######## alu_arbiter ########
==> alu_arbiter/clock_map.png <==
Drawn at 4 px/um.
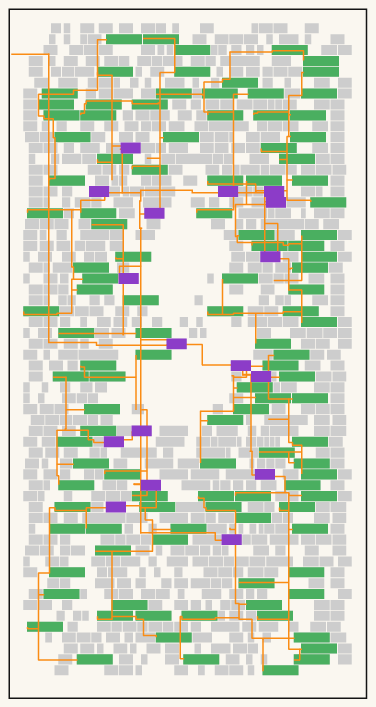
==> alu_arbiter/met2.png <==
Drawn at 4 px/um. Cells faint in the background.
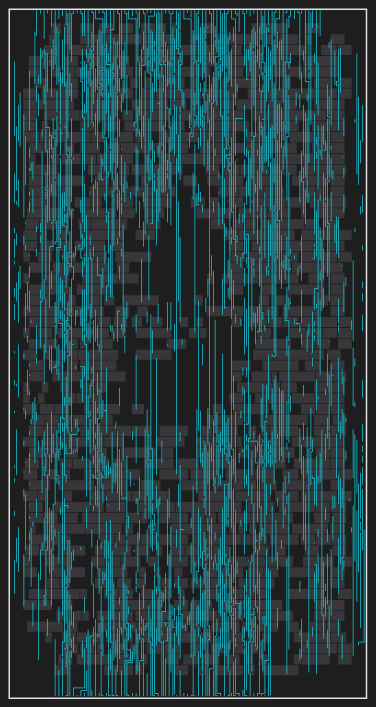
$ cat config.mk
export PLATFORM = sky130hd
export DESIGN_NAME = alu_arbiter
export DESIGN_NICKNAME = d
export VERILOG_FILES = /design/src/rtl/alu_arbiter.sv
export SDC_FILE = /design/constraint.sdc
export NUM_CORES = 1
export LEC_CHECK = 0
export CAP_MARGIN = 20
export CORE_ASPECT_RATIO = 2
export CORE_MARGIN = 3
export CORE_UTILIZATION = 40
export CTS_BUF_LIST = sky130_fd_sc_hd__clkbuf_4 sky130_fd_sc_hd__clkbuf_8
export DETAILED_ROUTE_END_ITERATION = 8
export HOLD_SLACK_MARGIN = 0.03
export PLACE_DENSITY_LB_ADDON = 0.3
export SLEW_MARGIN = 20
export SYNTH_ARGS = -nofsm -noshare
export SYNTH_HDL_FRONTEND = slang
export SYNTH_SLANG_ARGS = --single-unit
$ cat constraint.sdc
create_clock -name clk -period 2.1 [get_ports clk]
set_input_delay 0.63 -clock clk [delete_from_list [all_inputs] [get_ports clk]]
set_output_delay 0.63 -clock clk [all_outputs]
set_load 0.005 [all_outputs]
$ cat src/rtl/alu_arbiter.sv
// Two-requester round-robin front end for a shared combinational ALU.
// Holds one operation at a time: accept, let the ALU settle, then present the result.
//
// state | meaning
// IDLE  | arbitrating; req_gnt driven combinationally, ALU ports held at zero
// EXEC  | operands latched and driving the ALU; settle counter running
// RESP  | result captured; rsp_valid[owner] high until the owner takes it
module alu_arbiter #(
  parameter int EXEC_CYCLES = 1
) (
  input  logic        clk,
  input  logic        reset,
  input  logic [1:0]  req_valid,
  input  logic [3:0]  req_op0,
  input  logic [3:0]  req_op1,
  input  logic [31:0] req_a0,
  input  logic [31:0] req_a1,
  input  logic [31:0] req_b0,
  input  logic [31:0] req_b1,
  input  logic [4:0]  req_shamt0,
  input  logic [4:0]  req_shamt1,
  input  logic [1:0]  req_shiftv,
  input  logic [1:0]  req_chkov,
  output logic [1:0]  req_gnt,
  output logic [1:0]  rsp_valid,
  input  logic [1:0]  rsp_ready,
  output logic [31:0] rsp_result,
  output logic        rsp_ov,
  output logic [3:0]  alu_op,
  output logic [31:0] alu_a,
  output logic [31:0] alu_b,
  output logic [4:0]  alu_shift,
  output logic        alu_shiftv,
  output logic        alu_judge,
  input  logic [31:0] alu_result,
  input  logic        alu_overflow
);

  localparam logic [1:0] CNT_INIT = 2'(EXEC_CYCLES - 1);

  typedef enum logic [1:0] {
    ST_IDLE = 2'd0,
    ST_EXEC = 2'd1,
    ST_RESP = 2'd2
  } state_t;

  state_t      r_state;
  logic        r_ptr;
  logic        r_owner;
  logic [1:0]  r_cnt;
  logic [3:0]  r_op;
  logic [31:0] r_a;
  logic [31:0] r_b;
  logic [4:0]  r_shamt;
  logic        r_shiftv;
  logic        r_chkov;
  logic [1:0]  r_rsp_valid;
  logic [31:0] r_rsp_result;
  logic        r_rsp_ov;

  logic [1:0]  w_gnt;
  logic        w_take;
  logic        w_win;
  logic        w_busy;

  // Grant is gated by the reset pin so nothing is offered while reset is held.
  always_comb begin
    w_gnt = 2'b00;
    if (reset && (r_state == ST_IDLE)) begin
      if (req_valid == 2'b11) begin
        w_gnt = r_ptr ? 2'b10 : 2'b01;
      end else begin
        w_gnt = req_valid;
      end
    end
  end

  assign w_take  = |w_gnt;
  assign w_win   = w_gnt[1];
  assign req_gnt = w_gnt;

  always_ff @(posedge clk or negedge reset) begin
    if (!reset) begin
      r_state      <= ST_IDLE;
      r_ptr        <= 1'b0;
      r_owner      <= 1'b0;
      r_cnt        <= 2'd0;
      r_op         <= 4'd0;
      r_a          <= 32'd0;
      r_b          <= 32'd0;
      r_shamt      <= 5'd0;
      r_shiftv     <= 1'b0;
      r_chkov      <= 1'b0;
      r_rsp_valid  <= 2'b00;
      r_rsp_result <= 32'd0;
      r_rsp_ov     <= 1'b0;
    end else begin
      case (r_state)
        ST_IDLE: begin
          if (w_take) begin
            r_owner  <= w_win;
            r_op     <= w_win ? req_op1    : req_op0;
            r_a      <= w_win ? req_a1     : req_a0;
            r_b      <= w_win ? req_b1     : req_b0;
            r_shamt  <= w_win ? req_shamt1 : req_shamt0;
            r_shiftv <= req_shiftv[w_win];
            r_chkov  <= req_chkov[w_win];
            r_cnt    <= CNT_INIT;
            r_state  <= ST_EXEC;
          end
        end
        ST_EXEC: begin
          if (r_cnt == 2'd0) begin
            r_rsp_result <= alu_result;
            r_rsp_ov     <= alu_overflow & r_chkov;
            r_rsp_valid  <= r_owner ? 2'b10 : 2'b01;
            r_state      <= ST_RESP;
          end else begin
            r_cnt <= r_cnt - 2'd1;
          end
        end
        ST_RESP: begin
          // Pointer moves only when the operation retires, so the loser wins next.
          if (rsp_ready[r_owner]) begin
            r_rsp_valid <= 2'b00;
            r_ptr       <= ~r_owner;
            r_state     <= ST_IDLE;
          end
        end
        default: begin
          r_rsp_valid <= 2'b00;
          r_state     <= ST_IDLE;
        end
      endcase
    end
  end

  assign w_busy = (r_state != ST_IDLE);

  assign alu_op     = w_busy ? r_op     : 4'd0;
  assign alu_a      = w_busy ? r_a      : 32'd0;
  assign alu_b      = w_busy ? r_b      : 32'd0;
  assign alu_shift  = w_busy ? r_shamt  : 5'd0;
  assign alu_shiftv = w_busy & r_shiftv;
  assign alu_judge  = w_busy & r_chkov;

  assign rsp_valid  = r_rsp_valid;
  assign rsp_result = r_rsp_result;
  assign rsp_ov     = r_rsp_ov;

endmodule

==> results.txt <==
fresh numbers from the pnr run: status complete, but fails checks, failing checks negative setup slack, quantity of I/O buffers inserted on ports 300, PnR worst setup slack -0.200 ns, post-synthesis xor/xnor area fraction 0, storage element area slightly below 3000 um2, Max IR drop VDD around 740 uV, Inverters, non-clock 4, top cells by area, synth dfrtp_1 53%, a221o_1 14%, o21a_1 10%, nor2b_1 8.5%, mux2_2 6.8%, total CTS buffers 17, Pwr Total 13,300 uW, Post-synth EDFFs 0, clock buf count 18, reg2reg end r_shamt[3], Crit Path Max Fanout 8, Top logic family AND-OR/OR-AND gates, Critical Path RT 1.47 ns, Yosys Chip Area 5500 um2, setup TNS -6.46 ns, most frequent cells after synthesis 116 x dfrtp_1, 75 x a221o_1, 75 x nor2b_1, 75 x o21a_1, 33 x mux2_2, post-synthesis cell area around 5500 um2, Max-area cell class non-clock buffers, Synth Area per Inst between 10 and 15 um2, placed cells between 800 and 900, Antenna Nets Post-Route 0, CTS Buffer Depth 2, vias in the first global route around 5,700, post-route insts no fill between 900 and 1,000, Leak Pwr 0.00415 uW, crit path cell chain nor2_4 -> buf_8 -> buf_12 -> buf_12 -> nor2b_1 -> buf_2, Post-synth ARST share 1.00, clock sink count 116, most used cell, CP buf_12, Die Span Y 172 um, pin slew with the least headroom to its limit roughly 0.64 ns, R2R Path Start r_state[0], cycle use final 1.10, fin crit period about 2.3 ns, I/O pin total 301, initial drt markers 191, Setup Viol. Count Final approximately 69, clk ins delay skew pair 0.43 ns, most frequent cells in the layout 221 x clkdlybuf4s50_1, 116 x dfrtp_1, 75 x o21a_1, 75 x a221o_1, 53 x buf_2, wire length on met2 around 11,000 um, final instance area 9510 um2, Total GRT Usage 0.267, drt pass-1 iters 4, Reg clk slew, reported paths 0.08 ns, Tapcells ~160, yosys adder share 0.00227, Setup Fix Bufs, Post-CTS 15, Hold/Removal Path Class input pin to asynchronous set/reset pin, CTS H-Tree Depth 4, Root Buffer clkbuf_8, post-layout utilization of the core 0.707, Comb area approximately 2700 um2, yosys warns 0, DP Worst Slack -0.483 ns, Fin Hold WS about 0.40 ns, nets 961, pwr/cell area roughly 1400 nW/um2, R2R cell count 6, DR top layer met4
## Picture notes: alu_arbiter/clock_map.png
flip-flops -> green  # count 116
clock wires -> orange  # length 1,630 um
cells driving clock nets -> purple  # count 17
routed clock nets = 18
flops lie = widely spread

## Picture notes: alu_arbiter/met2.png
longest straight run = 78.9 um
nets with wire on the layer = 873
via count: 5,333
final WL: 21,100 um

-- worst max-delay path, delay by kind of cell, from the launching register on --
kind / cells / cell delay, ns
buf+inv: 4 / 0.59
flops: 1 / 0.41
simple gates: 2 / 0.23
-- power by group --
group | switching [uW] | total [uW] | internal (uW) | leakage [uW]
Sequential | 608 | 3920 | 3310 | 0.00142
Clock | 966 | 2140 | 1180 | 0.000198
Combinational | 2840 | 7240 | 4400 | 0.00253
-- routing by layer --
metal  track usage  vias up
met5             0        -
met4         0.156        0
met3        0.0587       79
met2         0.476      321
met1         0.278     2598
li1              -     2335

######## ps2_receiver ########
<file path="src/rtl/ps2_pkg.sv">
// rtl/ps2_pkg.sv - shared PS/2 frame constants, receiver state encoding and parity helper
package ps2_pkg;

    localparam int DATA_BITS = 8;
    localparam logic [7:0] F0_BREAK = 8'hF0;
    localparam logic [7:0] E0_EXT   = 8'hE0;

    typedef enum logic [1:0] {
        ST_IDLE   = 2'd0,
        ST_DATA   = 2'd1,
        ST_PARITY = 2'd2,
        ST_STOP   = 2'd3
    } ps2_state_t;

    // PS/2 uses odd parity: data bits plus parity bit hold an odd number of ones
    function automatic logic odd_parity_ok(input logic [DATA_BITS-1:0] data, input logic p);
        return ^{data, p};
    endfunction

endpackage

</file>
<file path="src/rtl/ps2_line_filter.sv">
// rtl/ps2_line_filter.sv - synchroniser plus glitch filter for one asynchronous PS/2 line
module ps2_line_filter #(
    parameter int SYNC_STAGES = 2,
    parameter int FILTER_LEN  = 8
) (
    input  logic clk,
    input  logic reset,
    input  logic din,
    output logic dout
);

    localparam int CNT_W = $clog2(FILTER_LEN + 1);
    localparam logic [CNT_W-1:0] CNT_LAST = CNT_W'(FILTER_LEN - 1);

    logic [SYNC_STAGES-1:0] r_sync;
    logic [CNT_W-1:0]       r_cnt;
    logic                   r_dout;
    logic                   w_synced;

    assign w_synced = r_sync[SYNC_STAGES-1];
    assign dout     = r_dout;

    // The filtered line only moves after FILTER_LEN consecutive disagreeing samples
    always_ff @(posedge clk) begin
        if (reset) begin
            r_sync <= '1;
            r_cnt  <= '0;
            r_dout <= 1'b1;
        end else begin
            r_sync <= {r_sync[SYNC_STAGES-2:0], din};
            if (w_synced == r_dout) begin
                r_cnt <= '0;
            end else if (r_cnt == CNT_LAST) begin
                r_dout <= w_synced;
                r_cnt  <= '0;
            end else begin
                r_cnt <= r_cnt + CNT_W'(1);
            end
        end
    end

endmodule

</file>
<file path="src/rtl/ps2_receiver.sv">
// rtl/ps2_receiver.sv - PS/2 device-to-host frame receiver producing 8-bit scan codes
module ps2_receiver
    import ps2_pkg::*;
#(
    parameter int SYNC_STAGES    = 2,
    parameter int FILTER_LEN     = 8,
    parameter int TIMEOUT_CYCLES = 50000
) (
    input  logic       clk,
    input  logic       reset,
    input  logic       ps2_clk,
    input  logic       ps2_data,
    output logic [7:0] Keyboard_Data,
    output logic       ready_pulse,
    output logic       parity_err,
    output logic       frame_err
);

    localparam int TO_W  = $clog2(TIMEOUT_CYCLES + 1);
    localparam int BIT_W = $clog2(DATA_BITS);
    localparam logic [TO_W-1:0]  TO_LIMIT = TO_W'(TIMEOUT_CYCLES);
    localparam logic [BIT_W-1:0] BIT_LAST = BIT_W'(DATA_BITS - 1);

    logic                 w_filt_clk;
    logic                 w_filt_data;
    logic                 r_filt_clk_q;
    logic                 w_fall;
    ps2_state_t           r_state;
    ps2_state_t           w_state_nxt;
    logic [BIT_W-1:0]     r_bit_cnt;
    logic [DATA_BITS-1:0] r_shift;
    logic                 r_parity;
    logic [TO_W-1:0]      r_to_cnt;
    logic                 w_timeout;
    logic                 w_good;
    logic                 w_perr;
    logic                 w_ferr;

    ps2_line_filter #(
        .SYNC_STAGES (SYNC_STAGES),
        .FILTER_LEN  (FILTER_LEN)
    ) u_clk_filter (
        .clk   (clk),
        .reset (reset),
        .din   (ps2_clk),
        .dout  (w_filt_clk)
    );

    ps2_line_filter #(
        .SYNC_STAGES (SYNC_STAGES),
        .FILTER_LEN  (FILTER_LEN)
    ) u_data_filter (
        .clk   (clk),
        .reset (reset),
        .din   (ps2_data),
        .dout  (w_filt_data)
    );

    assign w_fall    = r_filt_clk_q & ~w_filt_clk;
    assign w_timeout = (r_state != ST_IDLE) && (r_to_cnt == TO_LIMIT);

    always_ff @(posedge clk) begin
        if (reset) begin
            r_state <= ST_IDLE;
        end else begin
            r_state <= w_state_nxt;
        end
    end

    always_comb begin
        w_state_nxt = r_state;
        w_good      = 1'b0;
        w_perr      = 1'b0;
        w_ferr      = 1'b0;
        case (r_state)
            ST_IDLE: begin
                if (w_fall && !w_filt_data) begin
                    w_state_nxt = ST_DATA;
                end
            end
            ST_DATA: begin
                if (w_fall && (r_bit_cnt == BIT_LAST)) begin
                    w_state_nxt = ST_PARITY;
                end
            end
            ST_PARITY: begin
                if (w_fall) begin
                    w_state_nxt = ST_STOP;
                end
            end
            ST_STOP: begin
                // A bad stop bit is reported as a framing error even if parity also failed
                if (w_fall) begin
                    w_state_nxt = ST_IDLE;
                    if (!w_filt_data) begin
                        w_ferr = 1'b1;
                    end else if (odd_parity_ok(r_shift, r_parity)) begin
                        w_good = 1'b1;
                    end else begin
                        w_perr = 1'b1;
                    end
                end
            end
            default: begin
                w_state_nxt = ST_IDLE;
            end
        endcase
        if (w_timeout && !w_fall) begin
            w_state_nxt = ST_IDLE;
            w_ferr      = 1'b1;
        end
    end

    always_ff @(posedge clk) begin
        if (reset) begin
            r_filt_clk_q  <= 1'b1;
            r_bit_cnt     <= '0;
            r_shift       <= '0;
            r_parity      <= 1'b0;
            r_to_cnt      <= '0;
            Keyboard_Data <= 8'h00;
            ready_pulse   <= 1'b0;
            parity_err    <= 1'b0;
            frame_err     <= 1'b0;
        end else begin
            r_filt_clk_q <= w_filt_clk;
            ready_pulse  <= w_good;
            parity_err   <= w_perr;
            frame_err    <= w_ferr;
            if (w_good) begin
                Keyboard_Data <= r_shift;
            end

            if ((r_state == ST_IDLE) || w_fall || w_timeout) begin
                r_to_cnt <= '0;
            end else begin
                r_to_cnt <= r_to_cnt + TO_W'(1);
            end

            if (w_fall) begin
                case (r_state)
                    ST_IDLE: begin
                        r_bit_cnt <= '0;
                    end
                    ST_DATA: begin
                        r_shift[r_bit_cnt] <= w_filt_data;
                        if (r_bit_cnt != BIT_LAST) begin
                            r_bit_cnt <= r_bit_cnt + BIT_W'(1);
                        end
                    end
                    ST_PARITY: begin
                        r_parity <= w_filt_data;
                    end
                    default: begin
                    end
                endcase
            end
        end
    end

endmodule

</file>
<file path="config.mk">
export PLATFORM = sky130hd
export DESIGN_NAME = ps2_receiver
export DESIGN_NICKNAME = d
export VERILOG_FILES = /design/src/rtl/ps2_pkg.sv /design/src/rtl/ps2_line_filter.sv /design/src/rtl/ps2_receiver.sv
export SDC_FILE = /design/constraint.sdc
export NUM_CORES = 1
export LEC_CHECK = 0
export CAP_MARGIN = 20
export CORE_ASPECT_RATIO = 1.5
export CORE_MARGIN = 8
export CORE_UTILIZATION = 40
export DETAILED_ROUTE_END_ITERATION = 10
export GPL_TIMING_DRIVEN = 0
export HOLD_SLACK_MARGIN = 0.15
export SYNTH_ARGS = -nofsm -noshare
export SYNTH_HDL_FRONTEND = slang
export SYNTH_SLANG_ARGS = --single-unit
</file>
<file path="constraint.sdc">
create_clock -name clk -period 1.9 [get_ports clk]
set_clock_uncertainty 0.2 [all_clocks]
set_input_delay 0.285 -clock clk [delete_from_list [all_inputs] [get_ports clk]]
set_output_delay 0.285 -clock clk [all_outputs]
set_load 0.02 [all_outputs]
</file>
==> ps2_receiver/met2.png <==
Drawn at 4 px/um. Cells faint in the background.
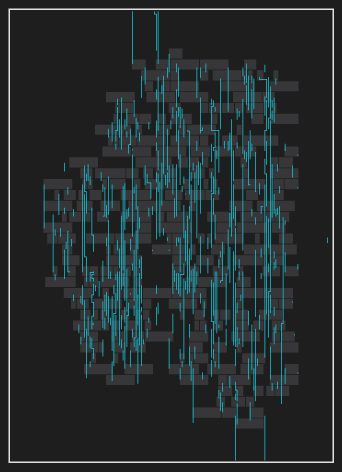
longest straight run = 43.2 um
wire length on this layer = 2,270 um
share of all routed wire = 51%
met2 Usage GRT: 0.189
final WL: 4480 um
via count: 1,845

==> results.txt <==
fresh numbers from the pnr run: clock share of power 0.331, Hold Path Origin u_clk_filter.r_sync[0], Rows 35, Post-synth seq share 0.448, Syn Inst Count 267, post-synth top area cell dfxtp_1, status finished, final reports clean, quantity of I/O buffers inserted on ports 14, Root Buffer clkbuf_8, Hold/Removal Path Class flip-flop to flip-flop, registers with the most flip-flops r_to_cnt (16), Keyboard_Data (8), r_shift (8), Antenna Nets Post-Route 0, combinational share of cell area 0.470, critical path arrival approximately 1.3 ns, Tapcells roughly 74, Layout area overhead 21.6%, CP endpoint Keyboard_Data[7], slowest cell on the critical path clkdlybuf4s50_1, Yosys cell types just over 40, Pwr top registers, placed cells around 360, Die Wd 80.6 um, Top reg by flops r_to_cnt, Buf/Inv on CP 1, Pwr Total 2090 uW, yosys warns 0, Synth Area per Inst ~9.4 um2, Setup Viol. Count Final 0, ratio of cells with drive above 1 in the final layout 0.162
==> ps2_receiver/cell_classes.png <==
Drawn at 3 px/um. Fill, decap, tap and diode cells in gray.
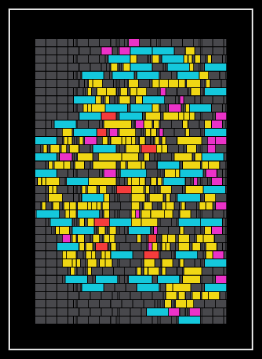
clock drivers and dummy loads -> red  # cells 8, share of their area 3.3%
all other logic -> yellow  # cells 202, share of their area 50%
other buffers and delay cells -> magenta  # cells 30, share of their area 8.5%
flops -> cyan  # cells 56, share of their area 38%

==> logic make-up (layout without fill, tap and decap cells) <==
group	Yosys count	in the layout	synth area share
simple gates	114	114	0.243
flops	56	56	0.448
compound gates	26	26	0.0675
xor+xnor	24	24	0.0895
buf+inv	20	49	0.0335
mux	17	17	0.0685
fa+ha+maj	10	10	0.0500
==> timing repair <==
action	4_1_cts	5_1_grt
pin swaps	2	10
buffers inserted	3	3
gates cloned	1	0
hold buffers	0	0
endpoints found under the setup margin	28	35
gates resized	16	23

######## uart_tx_sched ########
==> uart_tx_sched/cell_classes.png <==
Drawn at 3 px/um. Fill, decap, tap and diode cells in gray.
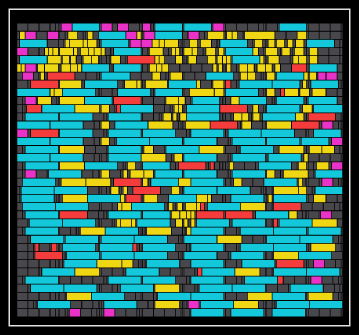
==> uart_tx_sched/port_nets.png <==
Drawn at 3 px/um.
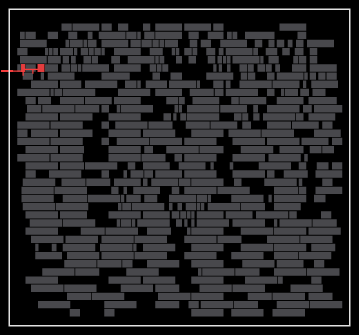
==> uart_tx_sched/met2.png <==
Drawn at 4 px/um. Cells faint in the background.
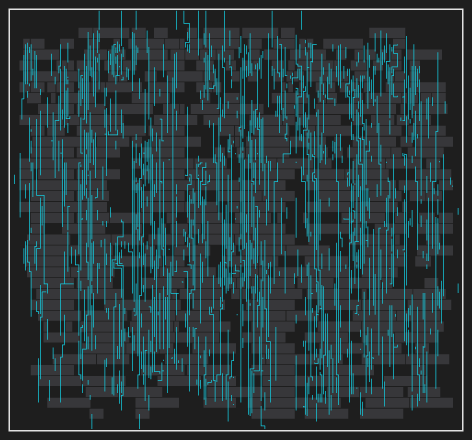
$ cat src/rtl/define.vh
// Shared UART constants: register address, default frame length and
// scheduler state encodings.
`ifndef UART_DEFINE_VH
`define UART_DEFINE_VH

`define UART_ADDR        32'h1000_0000
`define UART_BYTE_CYCLES 4340
`define SCHED_IDLE       1'b0
`define SCHED_BUSY       1'b1

`endif

$ cat src/rtl/uart_tx_fifo.sv
// Byte FIFO for the UART transmit scheduler. It can accept one byte, or a
// two-byte pair (din2 first, then din), on a single edge.
module uart_tx_fifo #(
  parameter int DEPTH = 16
) (
  input  logic                     clk,
  input  logic                     rst,
  input  logic                     push,
  input  logic                     push2,
  input  logic                     pop,
  input  logic [7:0]               din,
  input  logic [7:0]               din2,
  output logic [7:0]               dout,
  output logic                     full,
  output logic                     empty,
  output logic [$clog2(DEPTH):0]   level
);
  localparam int PW = $clog2(DEPTH);
  localparam int LW = PW + 1;

  logic [7:0]    mem [DEPTH];
  logic [PW-1:0] wptr;
  logic [PW-1:0] rptr;
  logic [1:0]    n_in;
  logic          do_pop;
  logic [LW-1:0] level_nxt;

  always_comb begin
    do_pop    = pop && !empty;
    n_in      = push2 ? 2'd2 : (push ? 2'd1 : 2'd0);
    level_nxt = level + LW'(n_in) - LW'(do_pop);
  end

  assign dout = mem[rptr];

  always_ff @(posedge clk) begin
    if (push2) begin
      mem[wptr]           <= din2;
      mem[wptr + PW'(1)]  <= din;
    end else if (push) begin
      mem[wptr] <= din;
    end
  end

  // Pointers are exactly log2(DEPTH) bits, so they wrap modulo DEPTH.
  always_ff @(posedge clk or posedge rst) begin
    if (rst) begin
      wptr  <= '0;
      rptr  <= '0;
      level <= '0;
      full  <= 1'b0;
      empty <= 1'b1;
    end else begin
      wptr  <= wptr + PW'(n_in);
      rptr  <= rptr + PW'(do_pop);
      level <= level_nxt;
      full  <= (level_nxt == LW'(DEPTH));
      empty <= (level_nxt == '0);
    end
  end
endmodule

$ cat src/rtl/uart_tx_sched.sv
// Paces CPU stores to the UART: queues bytes and strobes uart_wr once per
// frame time. Optional LF->CRLF expansion under UART_TX_SCHED_CRLF_EN.
`include "define.vh"

module uart_tx_sched #(
  parameter int DEPTH       = 16,
  parameter int BYTE_CYCLES = `UART_BYTE_CYCLES
) (
  input  logic                   clk,
  input  logic                   rst,
  input  logic                   wr_en,
  input  logic [7:0]             wr_data,
  input  logic                   clr_ovf,
  output logic                   uart_wr,
  output logic [7:0]             uart_dat,
  output logic                   full,
  output logic                   empty,
  output logic [$clog2(DEPTH):0] level,
  output logic                   overflow
);
  localparam int LW = $clog2(DEPTH) + 1;
  localparam int CW = $clog2(BYTE_CYCLES);
  // Reload so the next launch lands exactly BYTE_CYCLES edges after this one.
  localparam logic [CW-1:0] CNT_RELOAD = CW'(BYTE_CYCLES - 1);

  typedef enum logic {
    IDLE = `SCHED_IDLE,
    BUSY = `SCHED_BUSY
  } state_t;

  state_t        state, state_nxt;
  logic [CW-1:0] cnt, cnt_nxt;
  logic          wr_nxt;
  logic [7:0]    dat_nxt;
  logic          pop;
  logic          push;
  logic          push2;
  logic          drop;
  logic [7:0]    fifo_dout;

  uart_tx_fifo #(.DEPTH(DEPTH)) u_fifo (
    .clk   (clk),
    .rst   (rst),
    .push  (push),
    .push2 (push2),
    .pop   (pop),
    .din   (wr_data),
    .din2  (8'h0D),
    .dout  (fifo_dout),
    .full  (full),
    .empty (empty),
    .level (level)
  );

`ifdef UART_TX_SCHED_CRLF_EN
  logic          is_lf;
  logic [LW:0]   free;

  // A pop on the same edge frees a slot for the CR/LF pair.
  always_comb begin
    is_lf = (wr_data == 8'h0A);
    free  = (LW+1)'(DEPTH) - {1'b0, level} + {{LW{1'b0}}, pop};
    push  = wr_en && !is_lf && !full;
    push2 = wr_en && is_lf && (free >= (LW+1)'(2));
    drop  = wr_en && !push && !push2;
  end
`else
  always_comb begin
    push  = wr_en && !full;
    push2 = 1'b0;
    drop  = wr_en && full;
  end
`endif

  always_comb begin
    state_nxt = state;
    cnt_nxt   = cnt;
    wr_nxt    = 1'b0;
    dat_nxt   = uart_dat;
    pop       = 1'b0;
    case (state)
      IDLE: begin
        if (!empty) begin
          pop       = 1'b1;
          dat_nxt   = fifo_dout;
          wr_nxt    = 1'b1;
          cnt_nxt   = CNT_RELOAD;
          state_nxt = BUSY;
        end
      end
      BUSY: begin
        if (cnt != '0) begin
          cnt_nxt = cnt - CW'(1);
        end else if (!empty) begin
          pop     = 1'b1;
          dat_nxt = fifo_dout;
          wr_nxt  = 1'b1;
          cnt_nxt = CNT_RELOAD;
        end else begin
          state_nxt = IDLE;
        end
      end
      default: state_nxt = IDLE;
    endcase
  end

  always_ff @(posedge clk or posedge rst) begin
    if (rst) begin
      state    <= IDLE;
      cnt      <= '0;
      uart_wr  <= 1'b0;
      uart_dat <= 8'h00;
      overflow <= 1'b0;
    end else begin
      state    <= state_nxt;
      cnt      <= cnt_nxt;
      uart_wr  <= wr_nxt;
      uart_dat <= dat_nxt;
      // A dropped push wins over a simultaneous clear.
      if (drop)
        overflow <= 1'b1;
      else if (clr_ovf)
        overflow <= 1'b0;
    end
  end
endmodule

$ cat config.mk
export PLATFORM = sky130hd
export DESIGN_NAME = uart_tx_sched
export DESIGN_NICKNAME = d
export VERILOG_FILES = /design/src/rtl/uart_tx_fifo.sv /design/src/rtl/uart_tx_sched.sv
export VERILOG_INCLUDE_DIRS = /design/src /design/src/rtl
export SDC_FILE = /design/constraint.sdc
export NUM_CORES = 1
export LEC_CHECK = 0
export ABC_AREA = 0
export ABC_CLOCK_PERIOD_IN_PS = 9180
export CORE_AREA = 2 2 111 103
export CTS_CLUSTER_DIAMETER = 60
export CTS_CLUSTER_SIZE = 28
export DETAILED_ROUTE_END_ITERATION = 10
export DIE_AREA = 0 0 113 105
export PLACE_DENSITY_LB_ADDON = 0.05
export SLEW_MARGIN = 30
export SYNTH_ARGS = -nofsm -noshare
export SYNTH_HDL_FRONTEND = slang
export SYNTH_SLANG_ARGS = --single-unit
$ cat constraint.sdc
create_clock -name clk -period 9.18 [get_ports clk]
set_input_delay 2.295 -clock clk [delete_from_list [all_inputs] [get_ports clk]]
set_output_delay 2.295 -clock clk [all_outputs]
set_load 0.02 [all_outputs]
==> results.txt <==
fresh numbers from the pnr run: drt drc 2, met1 WL about 5600 um, drt pass-1 iters 7, failing checks design-rule violations, status complete, but fails checks, Comb area around 1900 um2, Flop pwr share 0.508, flop share of the area 0.623, Inverters, non-clock 15, Synth Flop Type edfxtp_1, Max IR drop VDD slightly below 200 uV, reg2reg end u_fifo.full, clock buf count 29, post-route insts no fill around 560, Fin. Hold Viols 0
## Picture notes: uart_tx_sched/cell_classes.png
clock drivers and dummy loads -> red  # cells 32, share of their area 7.1%
other buffers and delay cells -> magenta  # cells 30, share of their area 3.9%
flops -> cyan  # cells 167, share of their area 64%
all other logic -> yellow  # cells 201, share of their area 25%
core area: 10,600 um2
final instance area: 7740 um2

## Picture notes: uart_tx_sched/port_nets.png
wr_en -> red  # bits 1, direction input, end cells 2, buffers 1, wire 11.7 um

## Picture notes: uart_tx_sched/met2.png
longest straight run = 64.9 um
nets with wire on the layer = 398
share of all routed wire = 49%
main direction = vertical
wire length on this layer = 6,410 um
met2 Usage GRT: 0.346
final WL: 13,100 um
via count: 3,582

-- metrics by stage --
| stage | util | power, uW | instance area, um2 |
|---|---|---|---|
| final | 0.728 | 1920 | 7740 |
| after detailed placement | 0.677 | 1290 | 7200 |
| after global routing | 0.728 | 2000 | 7740 |
| after CTS | 0.728 | 1930 | 7730 |
| after floorplan | - | 1160 | 6800 |
| after global placement | 0.676 | 1270 | 7180 |
-- power groups by stage --
stage	Clock [uW]	Sequential (uW)	Combinational, uW
6_report	643	975	302
5_1_grt	686	984	335
2_1_floorplan	0	983	182
3_5_place_dp	0	987	300
4_1_cts	652	974	304
3_3_place_gp	0	981	290


## Gallery

Clock wiring as the flow saved it.
shot_01.png
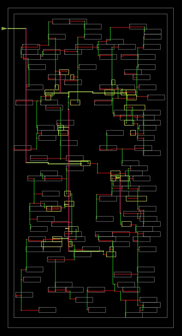
shot_02.png
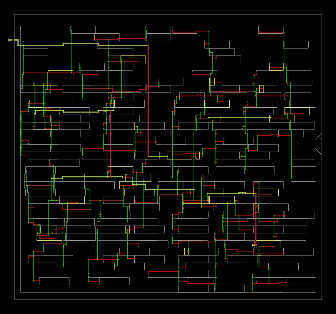
shot_03.png
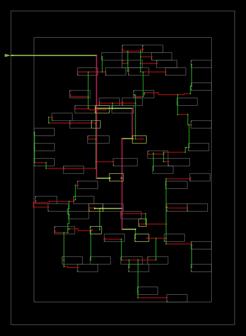
- shot_02.png = uart_tx_sched
- shot_03.png = ps2_receiver
- shot_01.png = alu_arbiter
Of these, fewest clock buffers: shot_03.png
Of these, most clock buffers: shot_02.png

Power and IR drop assume default switching activity.
